######## param_instr_queue ########
param_instr_queue/gates.png
Scale bar: 100 um.
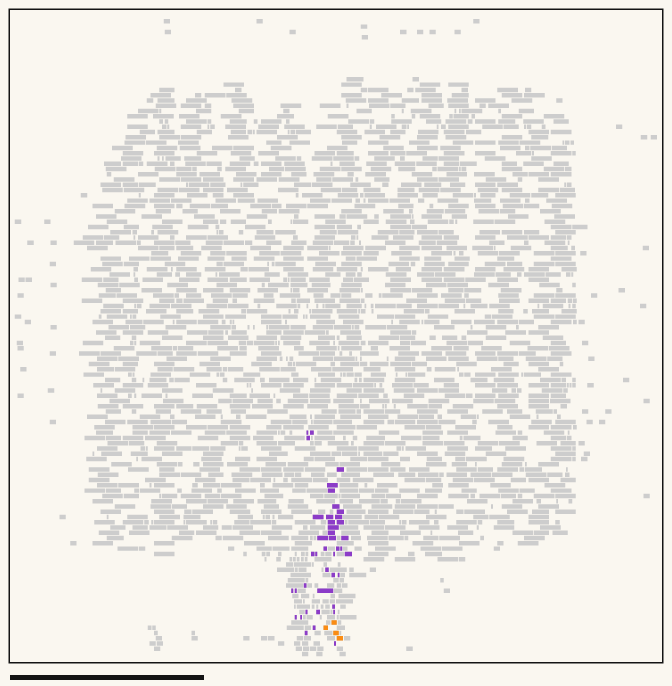

===== src/rtl/param_instr_queue_pkg.sv =====
// -----------------------------------------------------------------------------
// iq_pkg
//   Shared definitions for the in-order instruction queue.
//   - Field widths of one queued instruction (opcode, register indices, imm).
//   - NOP_OP: the all-ones opcode shown on the output when the queue is empty.
//   - iq_entry_t: one queued instruction, packed so it can live in a RAM array.
//   - IQ_ENTRY_IDLE: the value the dispatch side sees when nothing is valid.
// -----------------------------------------------------------------------------
package iq_pkg;

  // Field widths. The queue RTL takes all entry-field widths from here so the
  // storage array and the top-level ports can never disagree.
  localparam int OP_W  = 5;
  localparam int REG_W = 5;
  localparam int IMM_W = 32;

  // All-ones opcode doubles as the NOP/bubble encoding.
  localparam logic [OP_W-1:0] NOP_OP = '1;

  typedef struct packed {
    logic [OP_W-1:0]  op;
    logic [REG_W-1:0] rs1;
    logic [REG_W-1:0] rs2;
    logic [REG_W-1:0] rd;
    logic [IMM_W-1:0] imm;
    logic             has_imm;
  } iq_entry_t;

  localparam int ENTRY_W = $bits(iq_entry_t);

  // Output value presented while the queue is empty: a bubble with all other
  // fields zeroed.
  localparam iq_entry_t IQ_ENTRY_IDLE = '{
    op:      NOP_OP,
    rs1:     '0,
    rs2:     '0,
    rd:      '0,
    imm:     '0,
    has_imm: 1'b0
  };

endpackage : iq_pkg


===== src/rtl/param_instr_queue_storage.sv =====
// -----------------------------------------------------------------------------
// iq_storage
//   DEPTH-entry instruction array with one synchronous write port and one
//   asynchronous (combinational) read port. There is no reset on the array:
//   whether an entry holds a live instruction is decided by the occupancy
//   count in the parent, so stale contents are never observed.
// Ports
//   clk      in   1                 clock
//   i_we     in   1                 write enable
//   i_waddr  in   $clog2(DEPTH)     write index (tail)
//   i_wdata  in   iq_entry_t        entry to store
//   i_raddr  in   $clog2(DEPTH)     read index (head)
//   o_rdata  out  iq_entry_t        entry at i_raddr, same cycle
// -----------------------------------------------------------------------------
module iq_storage
  import iq_pkg::*;
#(
  parameter int DEPTH = 16
) (
  input  logic                     clk,
  input  logic                     i_we,
  input  logic [$clog2(DEPTH)-1:0] i_waddr,
  input  iq_entry_t                i_wdata,
  input  logic [$clog2(DEPTH)-1:0] i_raddr,
  output iq_entry_t                o_rdata
);

  iq_entry_t r_mem [DEPTH];

  always_ff @(posedge clk) begin
    if (i_we) begin
      r_mem[i_waddr] <= i_wdata;
    end
  end

  // Combinational read: the head entry is visible in the same cycle the head
  // pointer points at it, so a write at edge N is readable from cycle N+1.
  assign o_rdata = r_mem[i_raddr];

endmodule : iq_storage


===== src/rtl/param_instr_queue.sv =====
// -----------------------------------------------------------------------------
// param_instr_queue
//   In-order instruction queue sitting between decode and dispatch (RS/ROB).
//   Decode pushes with a valid/ready handshake; the head entry is presented to
//   dispatch and retires whenever neither the reservation station nor the
//   reorder buffer is full. Flush clears the queue synchronously and wins over
//   everything else; pause freezes the queue without clearing it.
// Parameters
//   DEPTH        entries, power of two, >= 4
//   FULL_MARGIN  iq_full when count >= DEPTH-FULL_MARGIN
//   AFULL_LVL    almost_full when count >= AFULL_LVL
//   (entry field widths come from iq_pkg)
// Ports
//   clk, rst            clock; asynchronous active-low reset
//   pause, flush        global stall; synchronous clear
//   in_valid/in_ready   enqueue handshake
//   in_op/rs1/rs2/rd/imm/has_imm   instruction being enqueued
//   rs_full, rob_full   dispatch back-pressure
//   out_valid, out_*    head entry (bubble/zeros when empty)
//   issued              registered pulse: a dequeue happened last cycle
//   count               occupancy
//   iq_full, almost_full  watermarks derived from the current count
// -----------------------------------------------------------------------------
module param_instr_queue
  import iq_pkg::*;
#(
  parameter int DEPTH       = 16,
  parameter int FULL_MARGIN = 1,
  parameter int AFULL_LVL   = 12
) (
  input  logic                       clk,
  input  logic                       rst,
  input  logic                       pause,
  input  logic                       flush,
  input  logic                       in_valid,
  output logic                       in_ready,
  input  logic [OP_W-1:0]            in_op,
  input  logic [REG_W-1:0]           in_rs1,
  input  logic [REG_W-1:0]           in_rs2,
  input  logic [REG_W-1:0]           in_rd,
  input  logic [IMM_W-1:0]           in_imm,
  input  logic                       in_has_imm,
  input  logic                       rs_full,
  input  logic                       rob_full,
  output logic                       out_valid,
  output logic [OP_W-1:0]            out_op,
  output logic [REG_W-1:0]           out_rs1,
  output logic [REG_W-1:0]           out_rs2,
  output logic [REG_W-1:0]           out_rd,
  output logic [IMM_W-1:0]           out_imm,
  output logic                       out_has_imm,
  output logic                       issued,
  output logic [$clog2(DEPTH+1)-1:0] count,
  output logic                       iq_full,
  output logic                       almost_full
);

  localparam int PTR_W = $clog2(DEPTH);
  localparam int CNT_W = $clog2(DEPTH+1);

  localparam logic [CNT_W-1:0] FULL_LVL_C  = CNT_W'(DEPTH - FULL_MARGIN);
  localparam logic [CNT_W-1:0] AFULL_LVL_C = CNT_W'(AFULL_LVL);

  logic [PTR_W-1:0] r_head;
  logic [PTR_W-1:0] r_tail;
  logic [CNT_W-1:0] r_count;
  logic             r_issued;

  logic             w_enq;
  logic             w_deq;
  logic             w_full;
  logic             w_nonempty;
  iq_entry_t        w_wr_entry;
  iq_entry_t        w_rd_entry;
  iq_entry_t        w_out_entry;

  // Watermarks come straight from the registered count, so they always
  // describe the current occupancy rather than a one-cycle-old value.
  assign w_full      = (r_count >= FULL_LVL_C);
  assign almost_full = (r_count >= AFULL_LVL_C);
  assign iq_full     = w_full;
  assign count       = r_count;

  // Empty/full is decided by count; head==tail is ambiguous on its own.
  assign w_nonempty  = (r_count != '0);

  assign in_ready    = ~w_full & ~pause & ~flush;
  assign w_enq       = in_valid & in_ready;
  assign w_deq       = w_nonempty & ~rs_full & ~rob_full & ~pause & ~flush;

  assign w_wr_entry = '{
    op:      in_op,
    rs1:     in_rs1,
    rs2:     in_rs2,
    rd:      in_rd,
    imm:     in_imm,
    has_imm: in_has_imm
  };

  iq_storage #(
    .DEPTH (DEPTH)
  ) u_storage (
    .clk     (clk),
    .i_we    (w_enq),
    .i_waddr (r_tail),
    .i_wdata (w_wr_entry),
    .i_raddr (r_head),
    .o_rdata (w_rd_entry)
  );

  // The array is never reset, so gate the head read with validity to keep the
  // outputs defined (bubble + zeros) whenever the queue is empty.
  assign w_out_entry = w_nonempty ? w_rd_entry : IQ_ENTRY_IDLE;

  assign out_valid   = w_nonempty;
  assign out_op      = w_out_entry.op;
  assign out_rs1     = w_out_entry.rs1;
  assign out_rs2     = w_out_entry.rs2;
  assign out_rd      = w_out_entry.rd;
  assign out_imm     = w_out_entry.imm;
  assign out_has_imm = w_out_entry.has_imm;
  assign issued      = r_issued;

  // Pointers wrap DEPTH-1 -> 0 by natural overflow since DEPTH is a power of
  // two. Pause already forces w_enq/w_deq low, but the explicit hold keeps
  // issued frozen as well.
  always_ff @(posedge clk or negedge rst) begin
    if (!rst) begin
      r_head   <= '0;
      r_tail   <= '0;
      r_count  <= '0;
      r_issued <= 1'b0;
    end else if (flush) begin
      r_head   <= '0;
      r_tail   <= '0;
      r_count  <= '0;
      r_issued <= 1'b0;
    end else if (!pause) begin
      if (w_enq) begin
        r_tail <= r_tail + PTR_W'(1);
      end
      if (w_deq) begin
        r_head <= r_head + PTR_W'(1);
      end
      r_count  <= r_count + CNT_W'(w_enq) - CNT_W'(w_deq);
      r_issued <= w_deq;
    end
  end

endmodule : param_instr_queue


===== config.mk =====
export PLATFORM = sky130hd
export DESIGN_NAME = param_instr_queue
export DESIGN_NICKNAME = d
export VERILOG_FILES = /design/src/rtl/param_instr_queue_pkg.sv /design/src/rtl/param_instr_queue_storage.sv /design/src/rtl/param_instr_queue.sv
export SDC_FILE = /design/constraint.sdc
export NUM_CORES = 1
export LEC_CHECK = 0
export CORE_MARGIN = 2
export CORE_UTILIZATION = 30
export CTS_CLUSTER_SIZE = 25
export DETAILED_ROUTE_END_ITERATION = 6
export GPL_ROUTABILITY_DRIVEN = 0
export GPL_TIMING_DRIVEN = 0
export PLACE_DENSITY = 0.58
export SETUP_SLACK_MARGIN = 0.3
export SLEW_MARGIN = 20
export SYNTH_ARGS = -nofsm -noshare
export SYNTH_HDL_FRONTEND = slang
export SYNTH_HIERARCHICAL = 1
export SYNTH_SLANG_ARGS = --single-unit

===== constraint.sdc =====
create_clock -name clk -period 6.73 [get_ports clk]
set_clock_uncertainty 0.2 [all_clocks]
set_input_delay 1.346 -clock clk [delete_from_list [all_inputs] [get_ports clk]]
set_output_delay 1.346 -clock clk [all_outputs]
set_load 0.02 [all_outputs]

######## des_uart_host ########
==> src/rtl/des_uart_host.sv <==
// Host-side initiator for the DES UART command protocol.
// Sends a command byte and 8 payload bytes, then checks the echo and collects any text result.
module des_uart_host #(
  parameter int TIMEOUT_CYC = 2_000_000,
  parameter int TO_W        = 21
) (
  input  logic        i_Clk,
  input  logic        i_Rst,
  input  logic        i_fStart,
  input  logic [1:0]  i_Op,
  input  logic [63:0] i_Data,
  output logic        o_fBusy,
  output logic        o_fDone,
  output logic        o_fErr,
  output logic [1:0]  o_ErrCode,
  output logic [63:0] o_Text,
  output logic        o_fTx,
  output logic [7:0]  o_TxData,
  input  logic        i_TxReady,
  input  logic        i_TxDone,
  input  logic        i_RxDone,
  input  logic [7:0]  i_RxData
);

  typedef enum logic [2:0] {
    S_IDLE,
    S_TX_CMD,
    S_TX_DATA,
    S_RX_RES,
    S_RX_TEXT,
    S_FIN
  } state_e;

  localparam logic [TO_W-1:0] TO_LAST = TO_W'(TIMEOUT_CYC - 1);

  state_e          state_q, state_d;
  logic [1:0]      op_q, op_d;
  logic [63:0]     payload_q, payload_d;
  logic [2:0]      byte_cnt_q, byte_cnt_d;
  logic [TO_W-1:0] to_cnt_q, to_cnt_d;
  logic            inflight_q, inflight_d;
  logic            tx_q, tx_d;
  logic [7:0]      tx_data_q, tx_data_d;
  logic            err_q, err_d;
  logic [1:0]      err_code_q, err_code_d;
  logic [63:0]     text_q, text_d;
  logic [7:0]      cmd;

  assign cmd = {6'b0, op_q};

  always_ff @(posedge i_Clk or negedge i_Rst) begin
    if (!i_Rst) begin
      state_q    <= S_IDLE;
      op_q       <= '0;
      payload_q  <= '0;
      byte_cnt_q <= '0;
      to_cnt_q   <= '0;
      inflight_q <= 1'b0;
      tx_q       <= 1'b0;
      tx_data_q  <= '0;
      err_q      <= 1'b0;
      err_code_q <= '0;
      text_q     <= '0;
    end else begin
      state_q    <= state_d;
      op_q       <= op_d;
      payload_q  <= payload_d;
      byte_cnt_q <= byte_cnt_d;
      to_cnt_q   <= to_cnt_d;
      inflight_q <= inflight_d;
      tx_q       <= tx_d;
      tx_data_q  <= tx_data_d;
      err_q      <= err_d;
      err_code_q <= err_code_d;
      text_q     <= text_d;
    end
  end

  always_comb begin
    state_d    = state_q;
    op_d       = op_q;
    payload_d  = payload_q;
    byte_cnt_d = byte_cnt_q;
    to_cnt_d   = to_cnt_q;
    inflight_d = inflight_q;
    tx_d       = 1'b0;
    tx_data_d  = tx_data_q;
    err_d      = err_q;
    err_code_d = err_code_q;
    text_d     = text_q;
    unique case (state_q)
      S_IDLE: begin
        if (i_fStart) begin
          op_d       = i_Op;
          payload_d  = i_Data;
          err_d      = 1'b0;
          err_code_d = 2'b00;
          byte_cnt_d = '0;
          state_d    = S_TX_CMD;
        end
      end
      S_TX_CMD: begin
        if (!inflight_q && i_TxReady) begin
          tx_d       = 1'b1;
          inflight_d = 1'b1;
          tx_data_d  = cmd;
        end else if (inflight_q && i_TxDone) begin
          inflight_d = 1'b0;
          state_d    = S_TX_DATA;
        end
      end
      S_TX_DATA: begin
        if (!inflight_q && i_TxReady) begin
          tx_d       = 1'b1;
          inflight_d = 1'b1;
          tx_data_d  = payload_q[63:56];
        end else if (inflight_q && i_TxDone) begin
          inflight_d = 1'b0;
          payload_d  = {payload_q[55:0], 8'h00};
          byte_cnt_d = byte_cnt_q + 3'd1;
          if (byte_cnt_q == 3'd7) begin
            byte_cnt_d = '0;
            to_cnt_d   = '0;
            state_d    = S_RX_RES;
          end
        end
      end
      S_RX_RES: begin
        if (i_RxDone) begin
          if (i_RxData != cmd) begin
            err_d      = 1'b1;
            err_code_d = 2'b10;
            state_d    = S_FIN;
          end else if (op_q[1]) begin
            to_cnt_d = '0;
            state_d  = S_RX_TEXT;
          end else begin
            state_d = S_FIN;
          end
        end else if (to_cnt_q == TO_LAST) begin
          err_d      = 1'b1;
          err_code_d = 2'b01;
          state_d    = S_FIN;
        end else begin
          to_cnt_d = to_cnt_q + 1'b1;
        end
      end
      S_RX_TEXT: begin
        if (i_RxDone) begin
          text_d     = {text_q[55:0], i_RxData};
          byte_cnt_d = byte_cnt_q + 3'd1;
          to_cnt_d   = '0;
          if (byte_cnt_q == 3'd7) begin
            byte_cnt_d = '0;
            state_d    = S_FIN;
          end
        end else if (to_cnt_q == TO_LAST) begin
          err_d      = 1'b1;
          err_code_d = 2'b01;
          state_d    = S_FIN;
        end else begin
          to_cnt_d = to_cnt_q + 1'b1;
        end
      end
      S_FIN: begin
        state_d = S_IDLE;
      end
      default: begin
        state_d = S_IDLE;
      end
    endcase
  end

  assign o_fBusy   = (state_q != S_IDLE);
  assign o_fDone   = (state_q == S_FIN);
  assign o_fErr    = err_q;
  assign o_ErrCode = err_code_q;
  assign o_Text    = text_q;
  assign o_fTx     = tx_q;
  assign o_TxData  = tx_data_q;

endmodule

==> config.mk <==
export PLATFORM = sky130hd
export DESIGN_NAME = des_uart_host
export DESIGN_NICKNAME = d
export VERILOG_FILES = /design/src/rtl/des_uart_host.sv
export SDC_FILE = /design/constraint.sdc
export NUM_CORES = 1
export LEC_CHECK = 0
export CORE_UTILIZATION = 50
export CTS_CLUSTER_SIZE = 14
export DETAILED_ROUTE_END_ITERATION = 16
export PLACE_DENSITY_LB_ADDON = 0.25
export SLEW_MARGIN = 20
export SYNTH_ARGS = -nofsm -noshare
export SYNTH_HDL_FRONTEND = slang
export SYNTH_SLANG_ARGS = --single-unit
export TNS_END_PERCENT = 20
==> constraint.sdc <==
create_clock -name i_Clk -period 4.55 [get_ports i_Clk]
set_input_delay 1.1375 -clock i_Clk [delete_from_list [all_inputs] [get_ports i_Clk]]
set_output_delay 1.1375 -clock i_Clk [all_outputs]
set_load 0.05 [all_outputs]
######## fma_issue_arb ########
==> config.mk <==
export PLATFORM = sky130hd
export DESIGN_NAME = fma_issue_arb
export DESIGN_NICKNAME = d
export VERILOG_FILES = /design/src/rtl/fma_issue_arb.sv
export SDC_FILE = /design/constraint.sdc
export NUM_CORES = 1
export LEC_CHECK = 0
export CORE_AREA = 2 2 140 74
export CTS_BUF_LIST = sky130_fd_sc_hd__clkbuf_4 sky130_fd_sc_hd__clkbuf_8 sky130_fd_sc_hd__clkbuf_16
export CTS_CLUSTER_DIAMETER = 150
export DETAILED_ROUTE_END_ITERATION = 7
export DIE_AREA = 0 0 142 76
export PLACE_DENSITY = 0.69
export SYNTH_ARGS = -nofsm -noshare
export SYNTH_HDL_FRONTEND = slang
export SYNTH_SLANG_ARGS = --single-unit
==> constraint.sdc <==
create_clock -name clk -period 2.65 [get_ports clk]
set_clock_uncertainty 0.1 [all_clocks]
set_input_delay 0.265 -clock clk [delete_from_list [all_inputs] [get_ports clk]]
set_output_delay 0.265 -clock clk [all_outputs]
set_load 0.03 [all_outputs]
==> src/rtl/fma_issue_arb.sv <==
// fma_issue_arb: round-robin issue arbiter and in-order result sequencer for
// the shared, fixed-latency FMA datapath. Credits cover ops in the pipe plus
// entries in the result FIFO, so a completing op always finds a free slot.
`timescale 1ns/1ps
module fma_issue_arb #(
  parameter int LAT   = 4,
  parameter int DEPTH = 8,
  parameter int TAGW  = 4
) (
  input  logic            clk,
  input  logic            rst,
  input  logic            r0_valid,
  output logic            r0_ready,
  input  logic [1:0]      r0_prec,
  input  logic            r0_ismul,
  input  logic [TAGW-1:0] r0_tag,
  input  logic            r1_valid,
  output logic            r1_ready,
  input  logic [1:0]      r1_prec,
  input  logic            r1_ismul,
  input  logic [TAGW-1:0] r1_tag,
  output logic            dp_en,
  output logic            dp_sel,
  output logic [1:0]      dp_prec,
  output logic [1:0]      dp_mode,
  output logic            dp_ismul,
  input  logic [4:0]      dp_flags,
  output logic            rsp_valid,
  input  logic            rsp_ready,
  output logic            rsp_src,
  output logic [TAGW-1:0] rsp_tag,
  output logic [4:0]      rsp_flags,
  output logic            busy
);

  localparam int CW = $clog2(DEPTH + 1);
  localparam int AW = (DEPTH > 1) ? $clog2(DEPTH) : 1;

  logic [CW-1:0]   cnt;
  logic            ptr;
  logic            can_issue;
  logic            gnt0;
  logic            gnt1;
  logic            issue;
  logic            pop;
  logic            wr_en;
  logic [1:0]      raw_prec;

  logic [LAT:1]    pipe_v;
  logic [LAT:1]    pipe_src;
  logic [TAGW-1:0] pipe_tag [1:LAT];

  logic [AW-1:0]   wr_ptr;
  logic [AW-1:0]   rd_ptr;
  logic [CW-1:0]   fifo_cnt;
  logic            fifo_src   [DEPTH];
  logic [TAGW-1:0] fifo_tag   [DEPTH];
  logic [4:0]      fifo_flags [DEPTH];

  assign can_issue = (cnt < CW'(DEPTH));
  assign issue     = gnt0 | gnt1;
  assign rsp_valid = (fifo_cnt != '0);
  assign pop       = rsp_valid & rsp_ready;
  assign wr_en     = pipe_v[LAT];
  assign r0_ready  = gnt0;
  assign r1_ready  = gnt1;
  assign busy      = (cnt != '0);
  assign rsp_src   = rsp_valid & fifo_src[rd_ptr];
  assign rsp_tag   = rsp_valid ? fifo_tag[rd_ptr] : '0;
  assign rsp_flags = rsp_valid ? fifo_flags[rd_ptr] : '0;

  // Round-robin grant: a lone requester wins, a tie goes to the pointer.
  always_comb begin
    gnt0 = 1'b0;
    gnt1 = 1'b0;
    if (!rst && can_issue) begin
      if (r0_valid && (!r1_valid || !ptr)) gnt0 = 1'b1;
      else if (r1_valid)                   gnt1 = 1'b1;
    end
  end

  // Datapath control is driven only in a grant cycle, zero otherwise.
  always_comb begin
    dp_en    = 1'b0;
    dp_sel   = 1'b0;
    dp_ismul = 1'b0;
    raw_prec = 2'b00;
    dp_prec  = 2'b00;
    if (gnt0) begin
      dp_en    = 1'b1;
      raw_prec = r0_prec;
      dp_ismul = r0_ismul;
    end else if (gnt1) begin
      dp_en    = 1'b1;
      dp_sel   = 1'b1;
      raw_prec = r1_prec;
      dp_ismul = r1_ismul;
    end
    if (issue) dp_prec = (raw_prec == 2'b00) ? 2'b11 : raw_prec;
    dp_mode = dp_prec;
  end

  // Credit counter and priority pointer; simultaneous issue and pop cancel.
  always_ff @(posedge clk) begin
    if (rst) begin
      cnt <= '0;
      ptr <= 1'b0;
    end else begin
      if (issue && !pop)      cnt <= cnt + CW'(1);
      else if (pop && !issue) cnt <= cnt - CW'(1);
      if (gnt0)      ptr <= 1'b1;
      else if (gnt1) ptr <= 1'b0;
    end
  end

  // Valid bits of the tracking pipe; cleared on reset to drop in-flight ops.
  always_ff @(posedge clk) begin
    if (rst) begin
      pipe_v <= '0;
    end else begin
      pipe_v[1] <= issue;
      for (int i = 2; i <= LAT; i++) pipe_v[i] <= pipe_v[i-1];
    end
  end

  // Source/tag payload of the tracking pipe, qualified by pipe_v.
  always_ff @(posedge clk) begin
    pipe_src[1] <= gnt1;
    pipe_tag[1] <= gnt1 ? r1_tag : r0_tag;
    for (int i = 2; i <= LAT; i++) begin
      pipe_src[i] <= pipe_src[i-1];
      pipe_tag[i] <= pipe_tag[i-1];
    end
  end

  // Result storage: capture the completing op together with its flags.
  always_ff @(posedge clk) begin
    if (wr_en) begin
      fifo_src[wr_ptr]   <= pipe_src[LAT];
      fifo_tag[wr_ptr]   <= pipe_tag[LAT];
      fifo_flags[wr_ptr] <= dp_flags;
    end
  end

  // FIFO pointers and occupancy; write and pop in one cycle both take effect.
  always_ff @(posedge clk) begin
    if (rst) begin
      wr_ptr   <= '0;
      rd_ptr   <= '0;
      fifo_cnt <= '0;
    end else begin
      if (wr_en) wr_ptr <= (wr_ptr == AW'(DEPTH - 1)) ? '0 : wr_ptr + AW'(1);
      if (pop)   rd_ptr <= (rd_ptr == AW'(DEPTH - 1)) ? '0 : rd_ptr + AW'(1);
      if (wr_en && !pop)      fifo_cnt <= fifo_cnt + CW'(1);
      else if (pop && !wr_en) fifo_cnt <= fifo_cnt - CW'(1);
    end
  end

endmodule

des_uart_host/layers.png
Scale bar: 50 um.
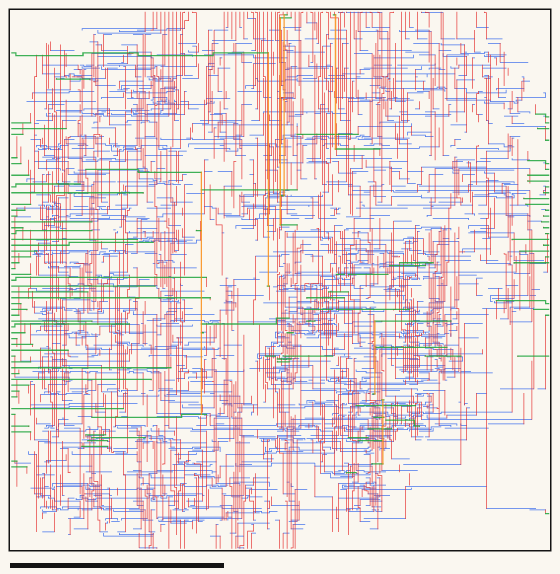
M4 -> orange  # wire length 265 um
M1 -> blue  # wire length 7150 um
M3 -> green  # wire length 1040 um
M2 -> red  # wire length 9010 um

des_uart_host/gates.png
Scale bar: 50 um.
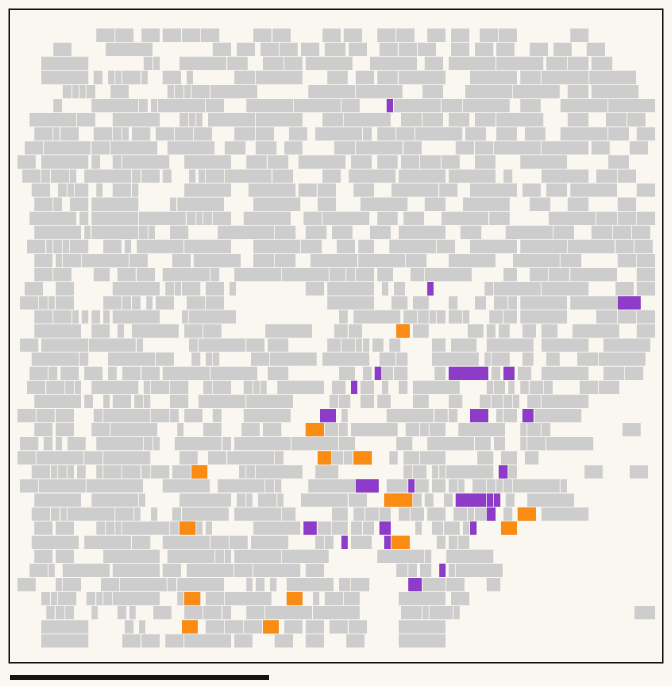
non-inverting ao/oa cells -> orange  # cells 14
nor cells -> purple  # cells 24
combinational share of cell area: 32.1%
most instantiated logic cell after routing: dfrtp_1
Non-Filler Instances: 1006

==> out/qor.csv, des_uart_host <==
stage;metric;value;unit
outcome;status;finished clean;
timing;slew of the pin with the lowest slew margin;0.958;ns
worst_setup_path;crit path DRT;4.88;ns
final_layout;Seq cells;170;
grt;GRT met3 Usage;6.67;%
synth;post-synthesis cell area;0.00768;mm2
synth;top-count cell post-synth;dfrtp_1;
final_layout;comb. cell area;0.00322;mm2
clock_tree;clk buf depth;2;
synth;post-synthesis instance total;668;
final_layout;fill count;1097;
route;Via Count;5685;
synth;share of Yosys cell area claimed by the top area cell type;55.4;%
worst_setup_path;crit path launch type;input port;
worst_hold_path;class of the worst hold path;register to register;
timing;setup slack after layout;1.14;ns
grt;M1 GR Usage;27.4;%
worst_hold_path;Worst Hold End;payload_q[57]$_DFFE_PN0P_;
die;Die Y;126;um
timing;Hold Slack;0.479;ns
grt;GRT Total Usage;22.9;%
clock_tree;Clk Tree Root Cell;clkbuf_16;
worst_setup_path;capturing point of the worst reg2reg path;to_cnt_q[11]$_DFFE_PN0P_;
pwr;Comb power frac;37.8;%
==> des_uart_host: power groups by stage <==
| stage | logic (uW) | registers, uW | clock network (uW) |
|---|---|---|---|
| 3_5_place_dp | 2380 | 2450 | 0 |
| 5_1_grt | 2590 | 2490 | 1610 |
| 3_3_place_gp | 2320 | 2400 | 0 |
| 4_1_cts | 2400 | 2420 | 1540 |
| 6_report | 2400 | 2420 | 1520 |
| 2_1_floorplan | 1130 | 2900 | 0 |
==> des_uart_host: kinds of logic after synthesis <==
kind of cell / Yosys count / synth area share, %
fa+ha+maj: 3 / 0.489
compound gates: 135 / 10.5
xor+xnor: 5 / 0.570
flops: 170 / 55.4
buf+inv: 49 / 2.92
simple gates: 176 / 12.0
mux: 130 / 18.0
==> des_uart_host: flip-flops by register name, indices dropped and copies added, names as in the netlist <==
signal / flops
state_q: 3
o_ErrCode: 2
o_Text: 64
to_cnt_q: 21
byte_cnt_q: 3
payload_q: 64
op_q: 2
o_fErr: 1
o_TxData: 8
inflight_q: 1
o_fTx: 1
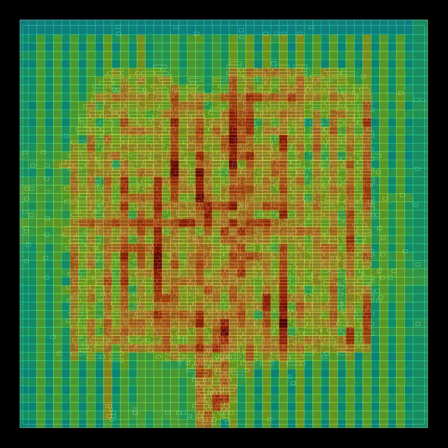
param_instr_queue/congestion_map.png
GRT Total Usage: 15.0%
Util after Layout: 37.0%
routed len/inst: 25.8 um

## Picture notes: param_instr_queue/gates.png
non-inverting ao/oa cells -> orange  # cells 4, where bottom middle
nor cells -> purple  # cells 41, where bottom middle

==> out/qor.csv, param_instr_queue <==
stage;metric;value;unit
outcome;status;finished clean;
synth;Post-synth top cells;848 x edfxtp_1, 212 x mux4_2, 106 x a22oi_1, 55 x nand2_1, 49 x and2_1;
clock_tree;CTS buffer count;87;
timing;Final Critical Period;5.41;ns
worst_setup_path;slowest stage delay, CP;0.73;ns
worst_setup_path;Worst R2R Start;count[4]$_DFFE_PN0P_;
worst_hold_path;class of the worst hold path;register to register;
synth;main flop type;edfxtp_1;
clock_tree;clk buf depth;3;
synth;Syn Area/Cell;22.4;um2
worst_setup_path;crit path max-delay cell type;clkbuf_1;
worst_hold_path;hold depth;2;
timing;unrepaired setup endpoints after global routing;false;
synth;post-synthesis cell area;0.0331;mm2
clock_tree;worst-skew pair later-pin latency;0.63;ns
final_layout;Final nets;1824;
route;DRT met1 WL;34400;um
synth;number of synthesized flops with an enable pin;848;
param_instr_queue: sequential cells by signal (all words and copies together) (netlist names):
register	cells
count	5
u_storage/r_mem	848
r_tail	4
issued	1
r_head	4
param_instr_queue: area by class of cell:
cell class | instances | area [um2]
Buffer | 80 | 433
Clock inverter | 44 | 410
Sequential cell | 862 | 25800
Antenna cell | 3 | 7.51
Timing Repair Buffer | 183 | 2490
Inverter | 8 | 30.0
Tap cell | 1476 | 1850
Multi-Input combinational cell | 530 | 6990
Clock buffer | 113 | 2320
Fill cell | 9822 | 68800
param_instr_queue: cells by family after synthesis:
logic type	after synthesis
flip-flops	862
multiplexers	219
AND/OR/NAND/NOR	172
AND-OR/OR-AND	126
buffers and inverters	88
adder cells (fa/ha/maj)	12
XOR/XNOR	1
param_instr_queue: per-stage QoR:
step                cell area [um2]  util (%)
floorplan                     33200         -
global placement              36200      33.2
detailed placement            37600      34.5
CTS                           40300      37.0
global route                  40300      37.0
finish                        40300      37.0
param_instr_queue: report_power, final:
group	switching (uW)	internal, uW	total [uW]
logic	408	309	716
registers	16.1	5920	5940
clock network	1990	2670	4660
fma_issue_arb/util_map.png
The die is cut into 14 by 8 equal tiles; dark blue is low, red is high, 0 to 100% covered.
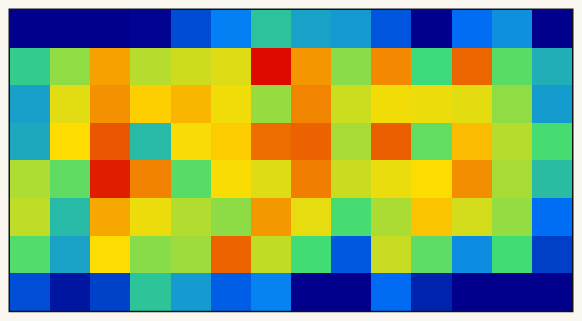
emptiest ninth of the die = bottom right
densest ninth of the die = middle
nearly empty tiles = 9.8%
tiles over 75% full = 21%
fullest tile = 99%

==> out/qor.csv, fma_issue_arb <==
stage;metric;value;unit
synth;cells in synth_stat.txt;276;
synth;Synth warnings;0;
final_layout;clock buffers;17;
clock_tree;CTS tree;built;
synth;share of Yosys cell area claimed by the top area cell type;51.7;%
route;routed wire length on met3;653;um
route;Pre-Repair DR Iteration Count;4;
timing;slew of the pin with the lowest slew margin;0.316;ns
final_layout;Seq cells;122;
synth;Seq/Total Area, Yosys;69.8;%
worst_setup_path;crit path max-delay cell type;ha_1;
final_layout;cell area after layout;0.00583;mm2
synth;Synth Area in Simple Gates;6.30;%
grt;GRT met3 Usage;4.78;%
synth;aoi share;2.59;%
timing;Final Slew Violations;0;
clock_tree;Clk Tree Root Cell;clkbuf_16;
clock_tree;worst-skew pair later-pin latency;0.41;ns
worst_setup_path;Critical path buffers and inverters;2;
route;final wirelength;7950;um
final_layout;Largest regs;fifo_flags: 40 flops, fifo_tag: 32 flops, pipe_tag: 16 flops;
worst_setup_path;crit path launch type;register;
die;Starting Density;47.8;%
worst_setup_path;Worst Reg-to-Reg Cells;10;
final_layout;fill count;720;
final_layout;Util after Layout;60.0;%
worst_hold_path;hold depth;0;
outcome;status;finished clean;
## fma_issue_arb: where the power goes
| part | switching (uW) | internal, uW | leakage (uW) |
|---|---|---|---|
| clock network | 819 | 1280 | 0.000260 |
| logic | 835 | 665 | 0.000758 |
| registers | 95.5 | 2150 | 0.00107 |
## fma_issue_arb: worst max-delay path by stage
stage / from / end / slack, ns / cells after the start
2_1_floorplan: fifo_cnt[0]$_SDFFE_PP0P_ / cnt[3]$_SDFFE_PP0P_ / 0.17 / 10
3_3_place_gp: r0_valid / cnt[3]$_SDFFE_PP0P_ / 0.09 / 9
3_5_place_dp: r0_valid / cnt[3]$_SDFFE_PP0P_ / -0.01 / 9
4_1_cts: fifo_cnt[1]$_SDFFE_PP0P_ / cnt[3]$_SDFFE_PP0P_ / 0.01 / 10
5_1_grt: fifo_cnt[0]$_SDFFE_PP0P_ / fifo_cnt[3]$_SDFFE_PP0P_ / -0.005 / 10
6_report: fifo_cnt[0]$_SDFFE_PP0P_ / fifo_cnt[3]$_SDFFE_PP0P_ / 0.17 / 10


==> notes/layouts.md <==
Pictures saved along the way, in no particular order.

Routed clock nets over the placement.
picture 1
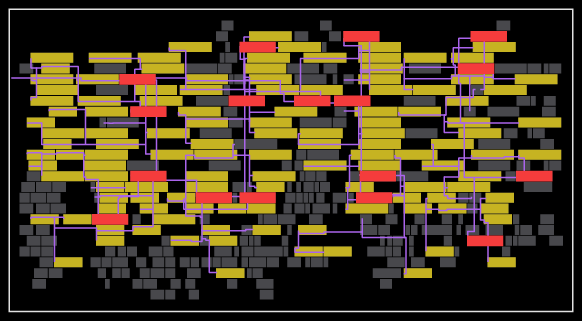
picture 2
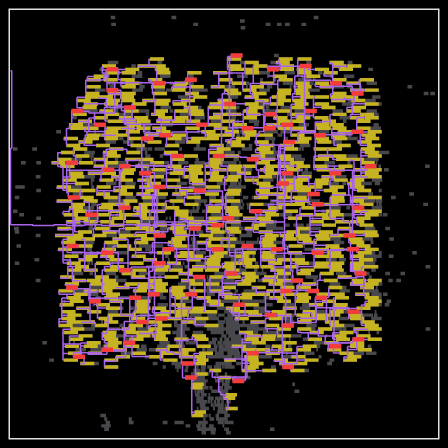
picture 3
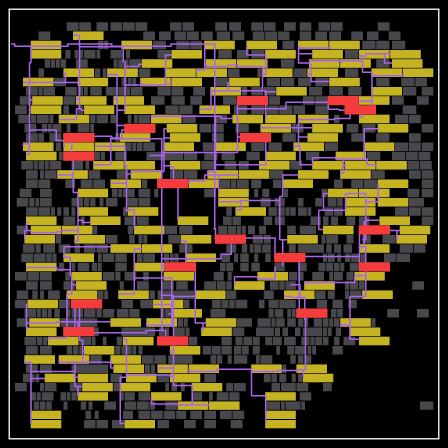
Of these, fewest sequential cells: picture 1
Of these, most sequential cells: picture 2
| from | picture |
|---|---|
| des_uart_host | picture 3 |
| param_instr_queue | picture 2 |
| fma_issue_arb | picture 1 |

Power and IR drop assume default switching activity.
